# bin_to_bcd_mux

### Supply network, bin_to_bcd_mux

Scale: 6 px per um. Pins as bars on the die edge.
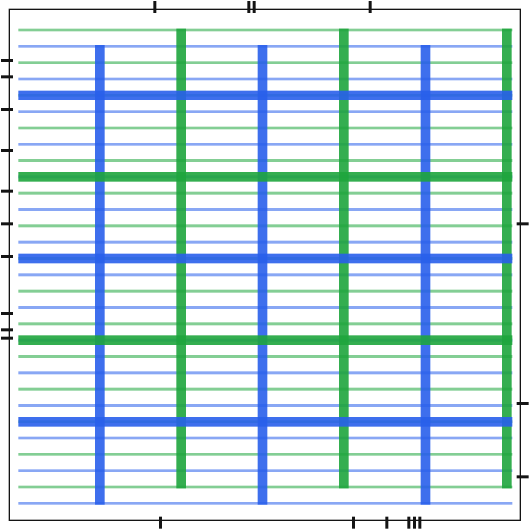

$ cat src/rtl/bin_to_bcd_mux.sv
// bin_to_bcd_mux: converts a signed 10-bit value to sign + three BCD digits
// with a shift-and-add-3 engine, then time-multiplexes the digits for a
// display through a free-running slot counter.
//
// Ports:
//   clk, rst_n  - clock, asynchronous active-low reset
//   start       - conversion request, accepted only when idle and not busy
//   value       - signed two's-complement input (-512..511)
//   busy        - conversion in progress (includes the done cycle)
//   done        - one-cycle pulse when a result is committed
//   num         - BCD digit for the current slot (0 for the sign slot)
//   sign        - committed result is negative
//   count       - slot select: 0 ones, 1 tens, 2 hundreds, 3 sign
//   en          - display enable, set by the first commit
module bin_to_bcd_mux #(
  parameter int unsigned REFRESH_DIV = 100000,
  parameter int unsigned WIDTH       = 10
) (
  input  logic             clk,
  input  logic             rst_n,
  input  logic             start,
  input  logic [WIDTH-1:0] value,
  output logic             busy,
  output logic             done,
  output logic [3:0]       num,
  output logic             sign,
  output logic [1:0]       count,
  output logic             en
);

  localparam int unsigned BCD_W = 12;
  localparam int unsigned CNT_W = 4;
  localparam int unsigned RW    = $clog2(REFRESH_DIV);

  typedef enum logic [1:0] {
    IDLE   = 2'd0,
    LOAD   = 2'd1,
    SHIFT  = 2'd2,
    COMMIT = 2'd3
  } state_t;

  state_t             state_q, state_d;
  logic [WIDTH-1:0]   val_q, val_d;
  logic [WIDTH-1:0]   mag_q, mag_d;
  logic               psign_q, psign_d;
  logic [BCD_W-1:0]   scratch_q, scratch_d;
  logic [CNT_W-1:0]   shcnt_q, shcnt_d;
  logic [3:0]         ones_q, ones_d;
  logic [3:0]         tens_q, tens_d;
  logic [3:0]         hund_q, hund_d;
  logic               valid_q, valid_d;
  logic [RW-1:0]      refresh_q, refresh_d;

  logic               busy_d, done_d, sign_d, en_d;
  logic [3:0]         num_d;
  logic [1:0]         count_d;

  logic [3:0]         adj0, adj1;
  logic [2:0]         adj2;
  logic [BCD_W-1:0]   shifted;
  logic               wrap;

  // Add-3 correction ahead of each shift. The magnitude never exceeds 512,
  // so the hundreds nibble cannot carry out of its low three bits.
  always_comb begin
    adj0    = (scratch_q[3:0] >= 4'd5) ? scratch_q[3:0] + 4'd3 : scratch_q[3:0];
    adj1    = (scratch_q[7:4] >= 4'd5) ? scratch_q[7:4] + 4'd3 : scratch_q[7:4];
    adj2    = (scratch_q[11:8] >= 4'd5) ? 3'(scratch_q[10:8] + 3'd3) : scratch_q[10:8];
    shifted = {adj2, adj1, adj0, mag_q[WIDTH-1]};
  end

  // Next-state, datapath and registered-output logic.
  always_comb begin
    state_d   = state_q;
    val_d     = val_q;
    mag_d     = mag_q;
    psign_d   = psign_q;
    scratch_d = scratch_q;
    shcnt_d   = shcnt_q;
    ones_d    = ones_q;
    tens_d    = tens_q;
    hund_d    = hund_q;
    valid_d   = valid_q;
    sign_d    = sign;
    done_d    = 1'b0;
    busy_d    = (state_q != IDLE);

    case (state_q)
      IDLE: begin
        if (start && !busy) begin
          val_d   = value;
          state_d = LOAD;
        end
      end
      LOAD: begin
        // |value| fits in WIDTH unsigned bits (512 included), so the extra
        // magnitude bit is always zero and is not stored.
        psign_d   = val_q[WIDTH-1];
        mag_d     = val_q[WIDTH-1] ? WIDTH'(~val_q + WIDTH'(1)) : val_q;
        scratch_d = '0;
        shcnt_d   = CNT_W'(WIDTH);
        state_d   = SHIFT;
      end
      SHIFT: begin
        scratch_d = shifted;
        mag_d     = {mag_q[WIDTH-2:0], 1'b0};
        shcnt_d   = shcnt_q - CNT_W'(1);
        if (shcnt_q == CNT_W'(1)) begin
          state_d = COMMIT;
        end
      end
      COMMIT: begin
        ones_d  = scratch_q[3:0];
        tens_d  = scratch_q[7:4];
        hund_d  = scratch_q[11:8];
        sign_d  = psign_q;
        valid_d = 1'b1;
        done_d  = 1'b1;
        state_d = IDLE;
      end
      default: state_d = IDLE;
    endcase

    // Free-running slot refresh, independent of the converter.
    wrap      = (refresh_q == RW'(REFRESH_DIV - 1));
    refresh_d = wrap ? '0 : refresh_q + RW'(1);
    count_d   = wrap ? count + 2'd1 : count;

    // Digit mux driven from next-cycle values so num always matches count.
    case (count_d)
      2'd0:    num_d = ones_d;
      2'd1:    num_d = tens_d;
      2'd2:    num_d = hund_d;
      default: num_d = 4'd0;
    endcase

    en_d = valid_d;
  end

  // State and output registers.
  always_ff @(posedge clk or negedge rst_n) begin
    if (!rst_n) begin
      state_q   <= IDLE;
      val_q     <= '0;
      mag_q     <= '0;
      psign_q   <= 1'b0;
      scratch_q <= '0;
      shcnt_q   <= '0;
      ones_q    <= '0;
      tens_q    <= '0;
      hund_q    <= '0;
      valid_q   <= 1'b0;
      refresh_q <= '0;
      busy      <= 1'b0;
      done      <= 1'b0;
      num       <= '0;
      sign      <= 1'b0;
      count     <= '0;
      en        <= 1'b0;
    end else begin
      state_q   <= state_d;
      val_q     <= val_d;
      mag_q     <= mag_d;
      psign_q   <= psign_d;
      scratch_q <= scratch_d;
      shcnt_q   <= shcnt_d;
      ones_q    <= ones_d;
      tens_q    <= tens_d;
      hund_q    <= hund_d;
      valid_q   <= valid_d;
      refresh_q <= refresh_d;
      busy      <= busy_d;
      done      <= done_d;
      num       <= num_d;
      sign      <= sign_d;
      count     <= count_d;
      en        <= en_d;
    end
  end

endmodule

$ cat config.mk
export PLATFORM = sky130hd
export DESIGN_NAME = bin_to_bcd_mux
export DESIGN_NICKNAME = d
export VERILOG_FILES = /design/src/rtl/bin_to_bcd_mux.sv
export SDC_FILE = /design/constraint.sdc
export NUM_CORES = 1
export LEC_CHECK = 0
export ABC_CLOCK_PERIOD_IN_PS = 2510
export CAP_MARGIN = 20
export CORE_UTILIZATION = 57
export DETAILED_ROUTE_END_ITERATION = 16
export PLACE_DENSITY = 0.77
export SKIP_LAST_GASP = 1
export SYNTH_ARGS = -nofsm -noshare
export SYNTH_HDL_FRONTEND = slang
export SYNTH_SLANG_ARGS = --single-unit
$ cat constraint.sdc
create_clock -name clk -period 2.51 [get_ports clk]
set_clock_uncertainty 0.1 [all_clocks]
set_input_delay 0.502 -clock clk [delete_from_list [all_inputs] [get_ports clk]]
set_output_delay 0.502 -clock clk [all_outputs]
set_load 0.02 [all_outputs]
# hazard_ctrl

[config.mk]
export PLATFORM = sky130hd
export DESIGN_NAME = hazard_ctrl
export DESIGN_NICKNAME = d
export VERILOG_FILES = /design/src/rtl/hazard_ctrl.sv
export SDC_FILE = /design/constraint.sdc
export NUM_CORES = 1
export LEC_CHECK = 0
export ABC_CLOCK_PERIOD_IN_PS = 2400
export CORE_ASPECT_RATIO = 1.25
export CORE_MARGIN = 5
export CORE_UTILIZATION = 30
export CTS_CLUSTER_SIZE = 28
export DETAILED_ROUTE_END_ITERATION = 10
export PLACE_DENSITY = 0.82
export SLEW_MARGIN = 20
export SYNTH_ARGS = -nofsm -noshare
export SYNTH_HDL_FRONTEND = slang
export SYNTH_SLANG_ARGS = --single-unit
[constraint.sdc]
create_clock -name clk -period 2.4 [get_ports clk]
set_input_delay 0.36 -clock clk [delete_from_list [all_inputs] [get_ports clk]]
set_output_delay 0.36 -clock clk [all_outputs]
set_load 0.005 [all_outputs]
[src/rtl/hazard_ctrl.sv]
// -----------------------------------------------------------------------------
// hazard_ctrl
//
// Pipeline sequencing controller for the ID/EX stage register and the stages
// around it. Each cycle it decides whether the front end advances, stalls for
// one cycle (load-use bubble), is flushed (taken branch), or is frozen while a
// multi-cycle EX operation completes.
//
// Optional feature macro: HAZARD_PERF_CNT_EN
//   defined   -> 32-bit wrapping stall_cycles / flush_count counters exist
//   undefined -> both counter ports are tied to 0 and no counter flops exist
//
// Parameters:
//   MC_LATENCY      total EX-occupancy cycles of a multi-cycle op (1..16)
//
// Ports:
//   clk             pipeline clock, rising edge
//   rst             asynchronous active-high reset
//   id_rs1/id_rs2   source register fields of the instruction in ID
//   id_uses_rs1/2   the ID instruction actually reads that source
//   ex_rd           destination register of the instruction in EX
//   ex_MemRead      the EX instruction is a load
//   ex_branch_taken branch resolved taken in EX this cycle
//   ex_mc_start     the EX instruction is multi-cycle (sampled in RUN only)
//   pc_write        PC load enable
//   if_id_write     IF/ID load enable
//   if_id_flush     IF/ID clears to a NOP at the next edge (wins over write)
//   id_ex_bubble    ID/EX loads zeroed control bits at the next edge
//   id_ex_hold      ID/EX retains its contents
//   ex_busy         a multi-cycle operation is occupying EX
//   stall_cycles    non-reset cycles with pc_write=0 (perf counter)
//   flush_count     accepted taken branches (perf counter)
// -----------------------------------------------------------------------------
module hazard_ctrl #(
    parameter int unsigned MC_LATENCY = 4
) (
    input  logic        clk,
    input  logic        rst,
    input  logic [4:0]  id_rs1,
    input  logic [4:0]  id_rs2,
    input  logic        id_uses_rs1,
    input  logic        id_uses_rs2,
    input  logic [4:0]  ex_rd,
    input  logic        ex_MemRead,
    input  logic        ex_branch_taken,
    input  logic        ex_mc_start,
    output logic        pc_write,
    output logic        if_id_write,
    output logic        if_id_flush,
    output logic        id_ex_bubble,
    output logic        id_ex_hold,
    output logic        ex_busy,
    output logic [31:0] stall_cycles,
    output logic [31:0] flush_count
);

    typedef enum logic [0:0] {
        RUN     = 1'b0,
        MC_BUSY = 1'b1
    } state_t;

    // A latency of 1 means the op finishes in its start cycle, so it is
    // handled exactly like an ordinary instruction.
    localparam bit         MC_EN     = (MC_LATENCY > 1);
    // The start cycle and the final release cycle are not counted in cnt,
    // hence the reload value of MC_LATENCY-2.
    localparam logic [3:0] MC_RELOAD = (MC_LATENCY > 1) ? 4'(MC_LATENCY - 2) : 4'd0;

    state_t     r_state;
    state_t     w_state_nxt;
    logic [3:0] r_cnt;
    logic [3:0] w_cnt_nxt;

    logic       w_lu;
    logic       w_pc_write;
    logic       w_if_id_write;
    logic       w_if_id_flush;
    logic       w_id_ex_bubble;
    logic       w_id_ex_hold;
    logic       w_ex_busy;

    // x0 is hard-wired to zero, so a load into x0 never creates a hazard.
    assign w_lu = ex_MemRead && (ex_rd != 5'd0) &&
                  ((id_uses_rs1 && (id_rs1 == ex_rd)) ||
                   (id_uses_rs2 && (id_rs2 == ex_rd)));

    always_ff @(posedge clk or posedge rst) begin
        if (rst) begin
            r_state <= RUN;
            r_cnt   <= 4'd0;
        end else begin
            r_state <= w_state_nxt;
            r_cnt   <= w_cnt_nxt;
        end
    end

    always_comb begin
        w_pc_write     = 1'b1;
        w_if_id_write  = 1'b1;
        w_if_id_flush  = 1'b0;
        w_id_ex_bubble = 1'b0;
        w_id_ex_hold   = 1'b0;
        w_ex_busy      = 1'b0;
        w_state_nxt    = r_state;
        w_cnt_nxt      = r_cnt;

        case (r_state)
            RUN: begin
                // Priority: branch squash > multi-cycle start > load-use.
                if (ex_branch_taken) begin
                    w_if_id_flush  = 1'b1;
                    w_id_ex_bubble = 1'b1;
                end else if (ex_mc_start && MC_EN) begin
                    w_pc_write    = 1'b0;
                    w_if_id_write = 1'b0;
                    w_id_ex_hold  = 1'b1;
                    w_ex_busy     = 1'b1;
                    w_state_nxt   = MC_BUSY;
                    w_cnt_nxt     = MC_RELOAD;
                end else if (w_lu) begin
                    // The bubble removes the hazard, so the same ID
                    // instruction proceeds on the following cycle.
                    w_pc_write     = 1'b0;
                    w_if_id_write  = 1'b0;
                    w_id_ex_bubble = 1'b1;
                end
            end
            MC_BUSY: begin
                // Branch, new mc start and load-use are all ignored here.
                w_ex_busy = 1'b1;
                if (r_cnt != 4'd0) begin
                    w_pc_write    = 1'b0;
                    w_if_id_write = 1'b0;
                    w_id_ex_hold  = 1'b1;
                    w_cnt_nxt     = r_cnt - 4'd1;
                end else begin
                    w_state_nxt = RUN;
                end
            end
            default: begin
                w_state_nxt = RUN;
                w_cnt_nxt   = 4'd0;
            end
        endcase

        // Reset forces a flushed, frozen front end regardless of state.
        if (rst) begin
            w_pc_write     = 1'b0;
            w_if_id_write  = 1'b0;
            w_if_id_flush  = 1'b1;
            w_id_ex_bubble = 1'b1;
            w_id_ex_hold   = 1'b0;
            w_ex_busy      = 1'b0;
        end
    end

    assign pc_write     = w_pc_write;
    assign if_id_write  = w_if_id_write;
    assign if_id_flush  = w_if_id_flush;
    assign id_ex_bubble = w_id_ex_bubble;
    assign id_ex_hold   = w_id_ex_hold;
    assign ex_busy      = w_ex_busy;

`ifdef HAZARD_PERF_CNT_EN
    logic [31:0] r_stall_cycles;
    logic [31:0] r_flush_count;
    logic        w_branch_acc;

    // Branches seen in MC_BUSY are ignored, so they are not counted.
    assign w_branch_acc = (r_state == RUN) && ex_branch_taken;

    always_ff @(posedge clk or posedge rst) begin
        if (rst) begin
            r_stall_cycles <= 32'd0;
            r_flush_count  <= 32'd0;
        end else begin
            if (!w_pc_write) begin
                r_stall_cycles <= r_stall_cycles + 32'd1;
            end
            if (w_branch_acc) begin
                r_flush_count <= r_flush_count + 32'd1;
            end
        end
    end

    assign stall_cycles = r_stall_cycles;
    assign flush_count  = r_flush_count;
`else
    assign stall_cycles = 32'd0;
    assign flush_count  = 32'd0;
`endif

endmodule

# alu_issue_stage

[config.mk]
export PLATFORM = sky130hd
export DESIGN_NAME = alu_issue_stage
export DESIGN_NICKNAME = d
export VERILOG_FILES = /design/src/rtl/alu_issue_stage.sv
export SDC_FILE = /design/constraint.sdc
export NUM_CORES = 1
export LEC_CHECK = 0
export ABC_AREA = 1
export CORE_AREA = 2 2 94 105
export DETAILED_ROUTE_END_ITERATION = 6
export DIE_AREA = 0 0 96 107
export GPL_ROUTABILITY_DRIVEN = 1
export PLACE_DENSITY = 0.85
export RECOVER_POWER = 50
export SETUP_SLACK_MARGIN = 0.4
export SLEW_MARGIN = 5
export SYNTH_ARGS = -nofsm -noshare
export SYNTH_HDL_FRONTEND = slang
export SYNTH_SLANG_ARGS = --single-unit
[constraint.sdc]
create_clock -name clk -period 2.5 [get_ports clk]
set_clock_uncertainty 0.2 [all_clocks]
set_input_delay 0.375 -clock clk [delete_from_list [all_inputs] [get_ports clk]]
set_output_delay 0.375 -clock clk [all_outputs]
set_load 0.01 [all_outputs]
[src/rtl/alu_issue_stage.sv]
// ALU issue stage: decodes one instruction into registered ALU operands and an op code.
// Illegal encodings produce a one-cycle pulse and bump a saturating counter.
module alu_issue_stage #(
  parameter int ILL_CNT_W = 8
) (
  input  logic                 clk,
  input  logic                 rst_n,
  input  logic                 in_valid,
  input  logic [5:0]           opcode,
  input  logic [5:0]           funct,
  input  logic [4:0]           shamt_in,
  input  logic [15:0]          imm16,
  input  logic [31:0]          rs_data,
  input  logic [31:0]          rt_data,
  input  logic                 stall,
  input  logic                 flush,
  output logic                 in_ready,
  output logic [31:0]          op1,
  output logic [31:0]          op2,
  output logic [4:0]           shamt,
  output logic [3:0]           ALUsignal,
  output logic                 out_valid,
  output logic                 illegal,
  output logic [ILL_CNT_W-1:0] ill_count
);

  typedef enum logic [3:0] {
    ALU_ADD  = 4'd0, ALU_AND = 4'd1, ALU_NOR = 4'd2, ALU_OR  = 4'd3,
    ALU_SLT  = 4'd4, ALU_SLTU = 4'd5, ALU_SLL = 4'd6, ALU_SRL = 4'd7,
    ALU_SUB  = 4'd8
  } alu_op_e;

  typedef struct packed {
    logic        legal;
    alu_op_e     alu;
    logic [31:0] a;
    logic [31:0] b;
    logic [4:0]  sh;
  } dec_t;

  dec_t        dec;
  logic [31:0] imm_sx, imm_zx;

  logic [31:0]          op1_q, op1_d, op2_q, op2_d;
  logic [4:0]           sh_q, sh_d;
  logic [3:0]           alu_q, alu_d;
  logic                 vld_q, vld_d;
  logic                 ill_q, ill_d;
  logic [ILL_CNT_W-1:0] cnt_q, cnt_d;

  assign imm_sx = {{16{imm16[15]}}, imm16};
  assign imm_zx = {16'h0000, imm16};

  always_comb begin
    dec       = '0;
    dec.legal = 1'b1;
    dec.alu   = ALU_ADD;
    dec.a     = rs_data;
    dec.b     = rt_data;
    dec.sh    = 5'd0;
    unique case (opcode)
      6'h00: begin
        unique case (funct)
          6'h20, 6'h21: dec.alu = ALU_ADD;
          6'h22, 6'h23: dec.alu = ALU_SUB;
          6'h24:        dec.alu = ALU_AND;
          6'h25:        dec.alu = ALU_OR;
          6'h27:        dec.alu = ALU_NOR;
          6'h2A:        dec.alu = ALU_SLT;
          6'h2B:        dec.alu = ALU_SLTU;
          6'h00: begin  dec.alu = ALU_SLL; dec.sh = shamt_in; end
          6'h02: begin  dec.alu = ALU_SRL; dec.sh = shamt_in; end
          default:      dec.legal = 1'b0;
        endcase
      end
      6'h08, 6'h09, 6'h23, 6'h2B: begin dec.alu = ALU_ADD;  dec.b = imm_sx; end
      6'h0A:                      begin dec.alu = ALU_SLT;  dec.b = imm_sx; end
      6'h0B:                      begin dec.alu = ALU_SLTU; dec.b = imm_sx; end
      6'h0C:                      begin dec.alu = ALU_AND;  dec.b = imm_zx; end
      6'h0D:                      begin dec.alu = ALU_OR;   dec.b = imm_zx; end
      6'h04, 6'h05:               dec.alu = ALU_SUB;
      // lui is executed as (imm << 16) on the shifter
      6'h0F: begin
        dec.alu = ALU_SLL;
        dec.a   = 32'd0;
        dec.b   = imm_zx;
        dec.sh  = 5'd16;
      end
      default: dec.legal = 1'b0;
    endcase
  end

  // Priority: flush > stall > load; the illegal pulse only lives for one registered cycle.
  always_comb begin
    op1_d = op1_q;
    op2_d = op2_q;
    sh_d  = sh_q;
    alu_d = alu_q;
    vld_d = vld_q;
    ill_d = 1'b0;
    cnt_d = cnt_q;
    if (flush) begin
      vld_d = 1'b0;
    end else if (!stall) begin
      if (!in_valid) begin
        vld_d = 1'b0;
      end else if (dec.legal) begin
        op1_d = dec.a;
        op2_d = dec.b;
        sh_d  = dec.sh;
        alu_d = dec.alu;
        vld_d = 1'b1;
      end else begin
        op1_d = 32'd0;
        op2_d = 32'd0;
        sh_d  = 5'd0;
        alu_d = 4'd0;
        vld_d = 1'b0;
        ill_d = 1'b1;
        cnt_d = (&cnt_q) ? cnt_q : cnt_q + ILL_CNT_W'(1);
      end
    end
  end

  always_ff @(posedge clk) begin
    if (!rst_n) begin
      op1_q <= '0;
      op2_q <= '0;
      sh_q  <= '0;
      alu_q <= '0;
      vld_q <= 1'b0;
      ill_q <= 1'b0;
      cnt_q <= '0;
    end else begin
      op1_q <= op1_d;
      op2_q <= op2_d;
      sh_q  <= sh_d;
      alu_q <= alu_d;
      vld_q <= vld_d;
      ill_q <= ill_d;
      cnt_q <= cnt_d;
    end
  end

  assign in_ready  = ~stall;
  assign op1       = op1_q;
  assign op2       = op2_q;
  assign shamt     = sh_q;
  assign ALUsignal = alu_q;
  assign out_valid = vld_q;
  assign illegal   = ill_q;
  assign ill_count = cnt_q;

endmodule

### Signal metal coverage by tile, bin_to_bcd_mux

Scale: 4 px per um. The die is cut into 17 by 17 equal tiles; dark purple is low, yellow is high, scaled to the fullest tile. Values are wire area over tile area, all layers added.
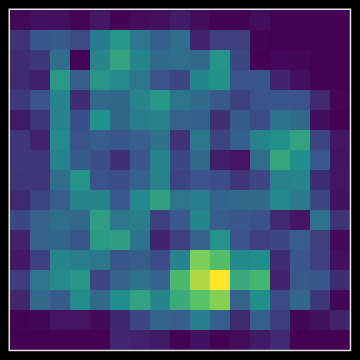
- emptiest ninth of the die: upper right
- densest ninth of the die: bottom center
- mean over tiles: 0.16
Post-Route WL: 7180 um
all-layer global routing usage: 22.3%
per-cell routed wire length: 14.9 um
DR vias: 2757

## Picture notes: 'Supply network' of bin_to_bcd_mux
- VSS: blue
- VDD: green
- rows: 29
- met4 straps: 6
die y size: 84.9 um
die x size: 84.9 um

==> out/metrics.yaml, bin_to_bcd_mux <==
status:
  status: "finished, final reports clean"
power:
  largestPowerGroup: "sequential cells"
  power_frac_comb_pct: 36.7
  p_seq_share_pct: 40.9
  internal-power_uw: 2850
  clk-power_uw: 987
  p_switching_uw: 1540
  report.power.total_uw: 4400
logic_synthesis:
  ys_area_um2: 3920
  top_cell: "dfrtp_1"
  yosysWarnings: 0
  synthCells: 375
  synth.distinct_cells: 52
  top_area_share_pct: 49.8
  ys_seq_share_pct: 49.8
  synth-edff-count: 0
  synthesis.nets: 402
layout:
  fill_cells: 502
  seq_share_pct: 43.9
  num-clock-buffers: 10
  stdcell_count: 483
  nets: 429
  reg_top3: "refresh_q (17), scratch_q (12)"
  lay_top_count: "dfrtp_1"
  layout_top_cells: "78 x dfrtp_1, 37 x inv_1, 35 x nor2_1, 21 x clkdlybuf4s50_1, 20 x mux2i_1"
  flops: 78
global_routing:
  grt_pass1_vias: 2750
  grt_pass1_wl_um: 12600
  grt-ovfl-total: 0
  busiest_layer: "met2"
  grt_max_degree: 47
  use_met3_pct: 6.42
  grt_use_met1_pct: 28.0
  met2_usage_pct: 36.6
placed_design:
  dp_cells: 468
  placed_area_um2: 4250
  dpl.hpwl_um: 5080
  dp_slack_ps: 412
  place.gp.congestion: 0.803
clock_network:
  clk_root_buffer_cell: "clkbuf_8"
  cts_made_buffers: 9
  cts_buffer_depth: 2
  worstSkewPairLatency_ps: 350
  clkSlewWorstSetupHoldPaths_ps: 70
detailed_routing:
  dr_wl_met2_um: 3500
  drc: 0
  met3_wirelength_um: 265
  wl_met1_um: 3280
run:
  maxCapViolCount: 0
worst_setup_path:
  cpPeakStageDelay_ps: 420
  crit_arrival_ps: 2250
  crit_buf_inv: 1
  r2r-start: "refresh_q[0]$_DFF_PN0_"
  r2r_slack_ps: 400
  r2r_cells: 6
  critPathSlowestCell: "nor4_4"
  timing.rr.end: "num[0]$_DFF_PN0_"
sta:
  setup_ws_ps: 396
  finalSetupViolations: 0
  min_period_ps: 2110
  worst_pin_slew_ps: 764
  period_used_pct: 84.2
  rsz0062_at_grt: "no"
die:
  core-area_um2: 6490
==> bin_to_bcd_mux: cells by family (layout without fill, tap and decap cells) <==
| logic type | after synthesis | in the layout | share of synthesized area (%) |
|---|---|---|---|
| fa+ha+maj | 14 | 14 | 4.47 |
| simple gates | 108 | 108 | 14.9 |
| xor+xnor | 24 | 24 | 5.55 |
| mux | 39 | 39 | 10.6 |
| compound gates | 60 | 60 | 9.48 |
| buf+inv | 52 | 83 | 5.30 |
| flops | 78 | 78 | 49.8 |
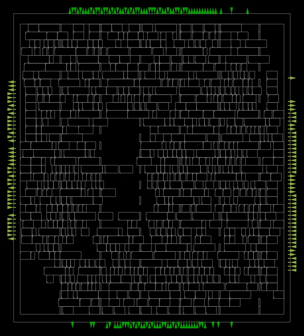
*Placement view, alu_issue_stage*
sequential share of cell area: 26.0%
Final Non-Filler Cells: 915
Flops: 83
post-layout util: 69.3%
# fillers: 771

==> out/metrics.yaml, alu_issue_stage <==
status:
  status: "finished, final reports clean"
logic_synthesis:
  top_area_share_pct: 41.1
  top_logic_kind: "simple AND/OR/NAND/NOR gates"
  synthSimpleGateAreaFrac_pct: 36.3
  yosysWarnings: 0
  common_cells: "133 x nand2_1, 112 x nand3_1, 83 x dfxtp_1"
  ys_seq_share_pct: 41.1
  top_cell: "nand2_1"
  netlist_area_um2: 4050
  synthesis.nets: 707
  ys_area_um2: 4050
  mux_share_pct: 0
  synth-edff-count: 0
  synth.distinct_cells: 26
  yosysTopAreaCell: "dfxtp_1"
  yosys-stat-cells: 604
  synthCells: 604
layout:
  diodes: 1
  non_clock_buffer_area_share_pct: 33.7
  comb_cells: 428
  area_growth_pct: 57.8
  nets: 895
  n_all_inverters: 56
  lay_top_count: "nand2_1"
  clkCellAreaFrac_pct: 2.78
global_routing:
  use_met3_pct: 4.01
  grt_pass1_vias: 4234
  grt-ovfl-total: 0
  grt_use_met1_pct: 28.2
  track_usage_pct: 23.0
worst_setup_path:
  crit_cells: 8
  cpPeakStageDelay_ps: 480
  crit_path_start: "in_valid"
  crit_chain: "clkdlybuf4s50_1 > inv_1 > nor2_1 > nand2_1 > inv_1 > clkbuf_1 > o21ai_0 > a21oi_1"
  r2r-start: "ill_count[0]$_SDFFE_PN0P_"
  crit_family: "buffers and inverters"
  timing.rr.end: "ill_count[1]$_SDFFE_PN0P_"
  r2r_slack_ps: 700
clock_network:
  clkSlewWorstSetupHoldPaths_ps: 80
  worstSkewPairLatency_ps: 350
  clk_root_buffer_cell: "clkbuf_8"
  ctsResizeCount: 1
  cts_tree: "done"
  cts_made_buffers: 9
  cts.sinks: 83
placed_design:
  dpl.hpwl_um: 8950
  placed_area_um2: 6040
detailed_routing:
  dr_total_vias: 4621
  routedWlPerCell_um: 14.0
  met3_wirelength_um: 768
  drt-initial-drc-count: 269
  wl_met1_um: 5290
  wirelength_um: 12800
sta:
  drv_slew: 0
  rsz0062_at_grt: "yes"
  period_used_pct: 83.3
  slew_headroom_pct: 59.8
  fin_hold_ws_ps: 241
  finalHoldViolCount: 0
  clock.fmax_ghz: 0.480
power:
  ir_worst_vdd_mv: 0.281
  p_per_area_nw_per_um2: 421
hold_path:
  timing.hold.worst.start: "opcode[3]"
die:
  n_tap_cell: 117
  fp_util_pct: 43.9
  num_rows: 37
  core-area_um2: 9210
  die_w_um: 96
alu_issue_stage: report_power, final:
| group | total (uW) | switching, uW | internal (uW) |
|---|---|---|---|
| Clock | 882 | 510 | 372 |
| Combinational | 467 | 219 | 247 |
| Sequential | 1340 | 7.46 | 1330 |
| Total | 2690 | 737 | 1950 |
alu_issue_stage: per-stage QoR:
stage / total power [uW] / setup slack [ps] / cells
CTS: 2680 / 420 / 901
floorplan: 1560 / 762 / 604
finish: 2690 / 418 / 915
global placement: 1800 / 152 / 885
global route: 2800 / 206 / 915
detailed placement: 1810 / 29.2 / 885
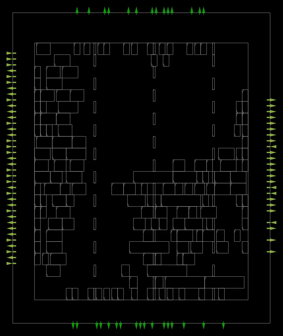
*Placement view, hazard_ctrl*
# fillers: 324
Row Count: 22
post-layout util: 37.4%
Flops: 5
Final Non-Filler Cells: 193

==> out/metrics.yaml, hazard_ctrl <==
layout:
  largest_register_ffs: 4
  layout-drive-gt1-share_pct: 16.6
  nets: 181
  non_clock_buffer_area_share_pct: 30.7
  n_all_inverters: 5
  top_area_cell_class: "multi-input combinational cells"
  reg_top3: "r_cnt (4), r_state (1)"
  clkCellAreaFrac_pct: 2.48
clock_network:
  worstSkewPairLatency_ps: 250
  cts.sinks: 5
  cts_buffer_depth: 2
run:
  maxCapViolCount: 0
detailed_routing:
  dr_wl_met2_um: 953
  final_antenna_net_count: 0
  drc: 0
  routed.top_layer: "met3"
  post_drt_via_cell_ratio: 3.69
global_routing:
  grt_pass1_wl_um: 2430
  grt_pass1_vias: 621
  grt_use_met1_pct: 8.16
  use_met3_pct: 2.49
sta:
  fin_hold_ws_ps: 481
  rsz0062_at_grt: "no"
  min_period_ps: 2270
  setup_ws_ps: 130
  finalHoldViolCount: 0
worst_setup_path:
  critPathMaxFanout: 8
  endpoint_kind: "output pin"
  crit_path_frequent_cell: "inv_1"
  crit_arrival_ps: 1910
  crit_chain: "inv_1 > a21oi_1 > inv_1 > nor2_1 > clkdlybuf4s50_1"
  cpPeakStageDelay_ps: 540
  critPathSlowestCell: "clkdlybuf4s50_1"
power:
  clk-power_uw: 102
  p_seq_share_pct: 25.0
  internal-power_uw: 404
  p_switching_uw: 258
logic_synthesis:
  synthCells: 117
  ys.flops: 5
  synthSimpleGateAreaFrac_pct: 10.7
  yosys-stat-cells: 117
  synthAoiAreaFrac_pct: 7.11
  xor_share_pct: 9.40
status:
  status: "finished, final reports clean"
die:
  die_w_um: 59.9
  fp_util_pct: 31.4
placed_design:
  dpl.hpwl_um: 1700
  dp_slack_ps: -378
[hazard_ctrl: cells in the mapped netlist]
master   number
dfrtp_1       5
nor4_2        1
inv_1         5
nand3_1       1
o21ai_1       1
conb_1        1
o41a_1        1
nand2_1       2
or3b_1        1
or4b_1        1
mux2_4        1
mux2i_1       1
nor2_1        5
ha_1          1
or4_1         1
buf_4        65
o31ai_1       2
o21ai_0       1
buf_2         1
a32oi_1       1
xnor2_1       2
and2_0        1
nor2b_1       1
xor2_1        8
nor4_1        1
a21oi_1       3
nor3_1        1
and2_1        1
a31oi_1       1


==> notes/layouts.md <==
Pictures saved along the way, in no particular order.

Sizing map.
image #1
Scale: 2 px per um.
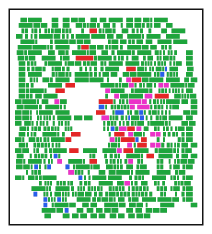
image #2
Scale: 3 px per um.
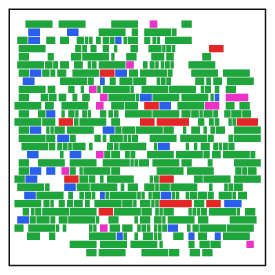
image #3
Scale: 4 px per um.
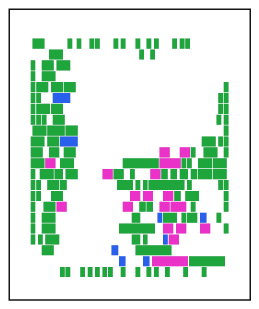
Image #2 is bin_to_bcd_mux.
Image #3 is hazard_ctrl.
Image #1 is alu_issue_stage.
- most cells: image #1
- smallest die: image #3

Key to image #3:
- _0 and _1 cells: green (cells 131; share 83%)
- _3 and _4 cells: magenta (cells 18; share 11%)
- _2 cells: blue (cells 8; share 5.1%)

Power and IR drop assume default switching activity.
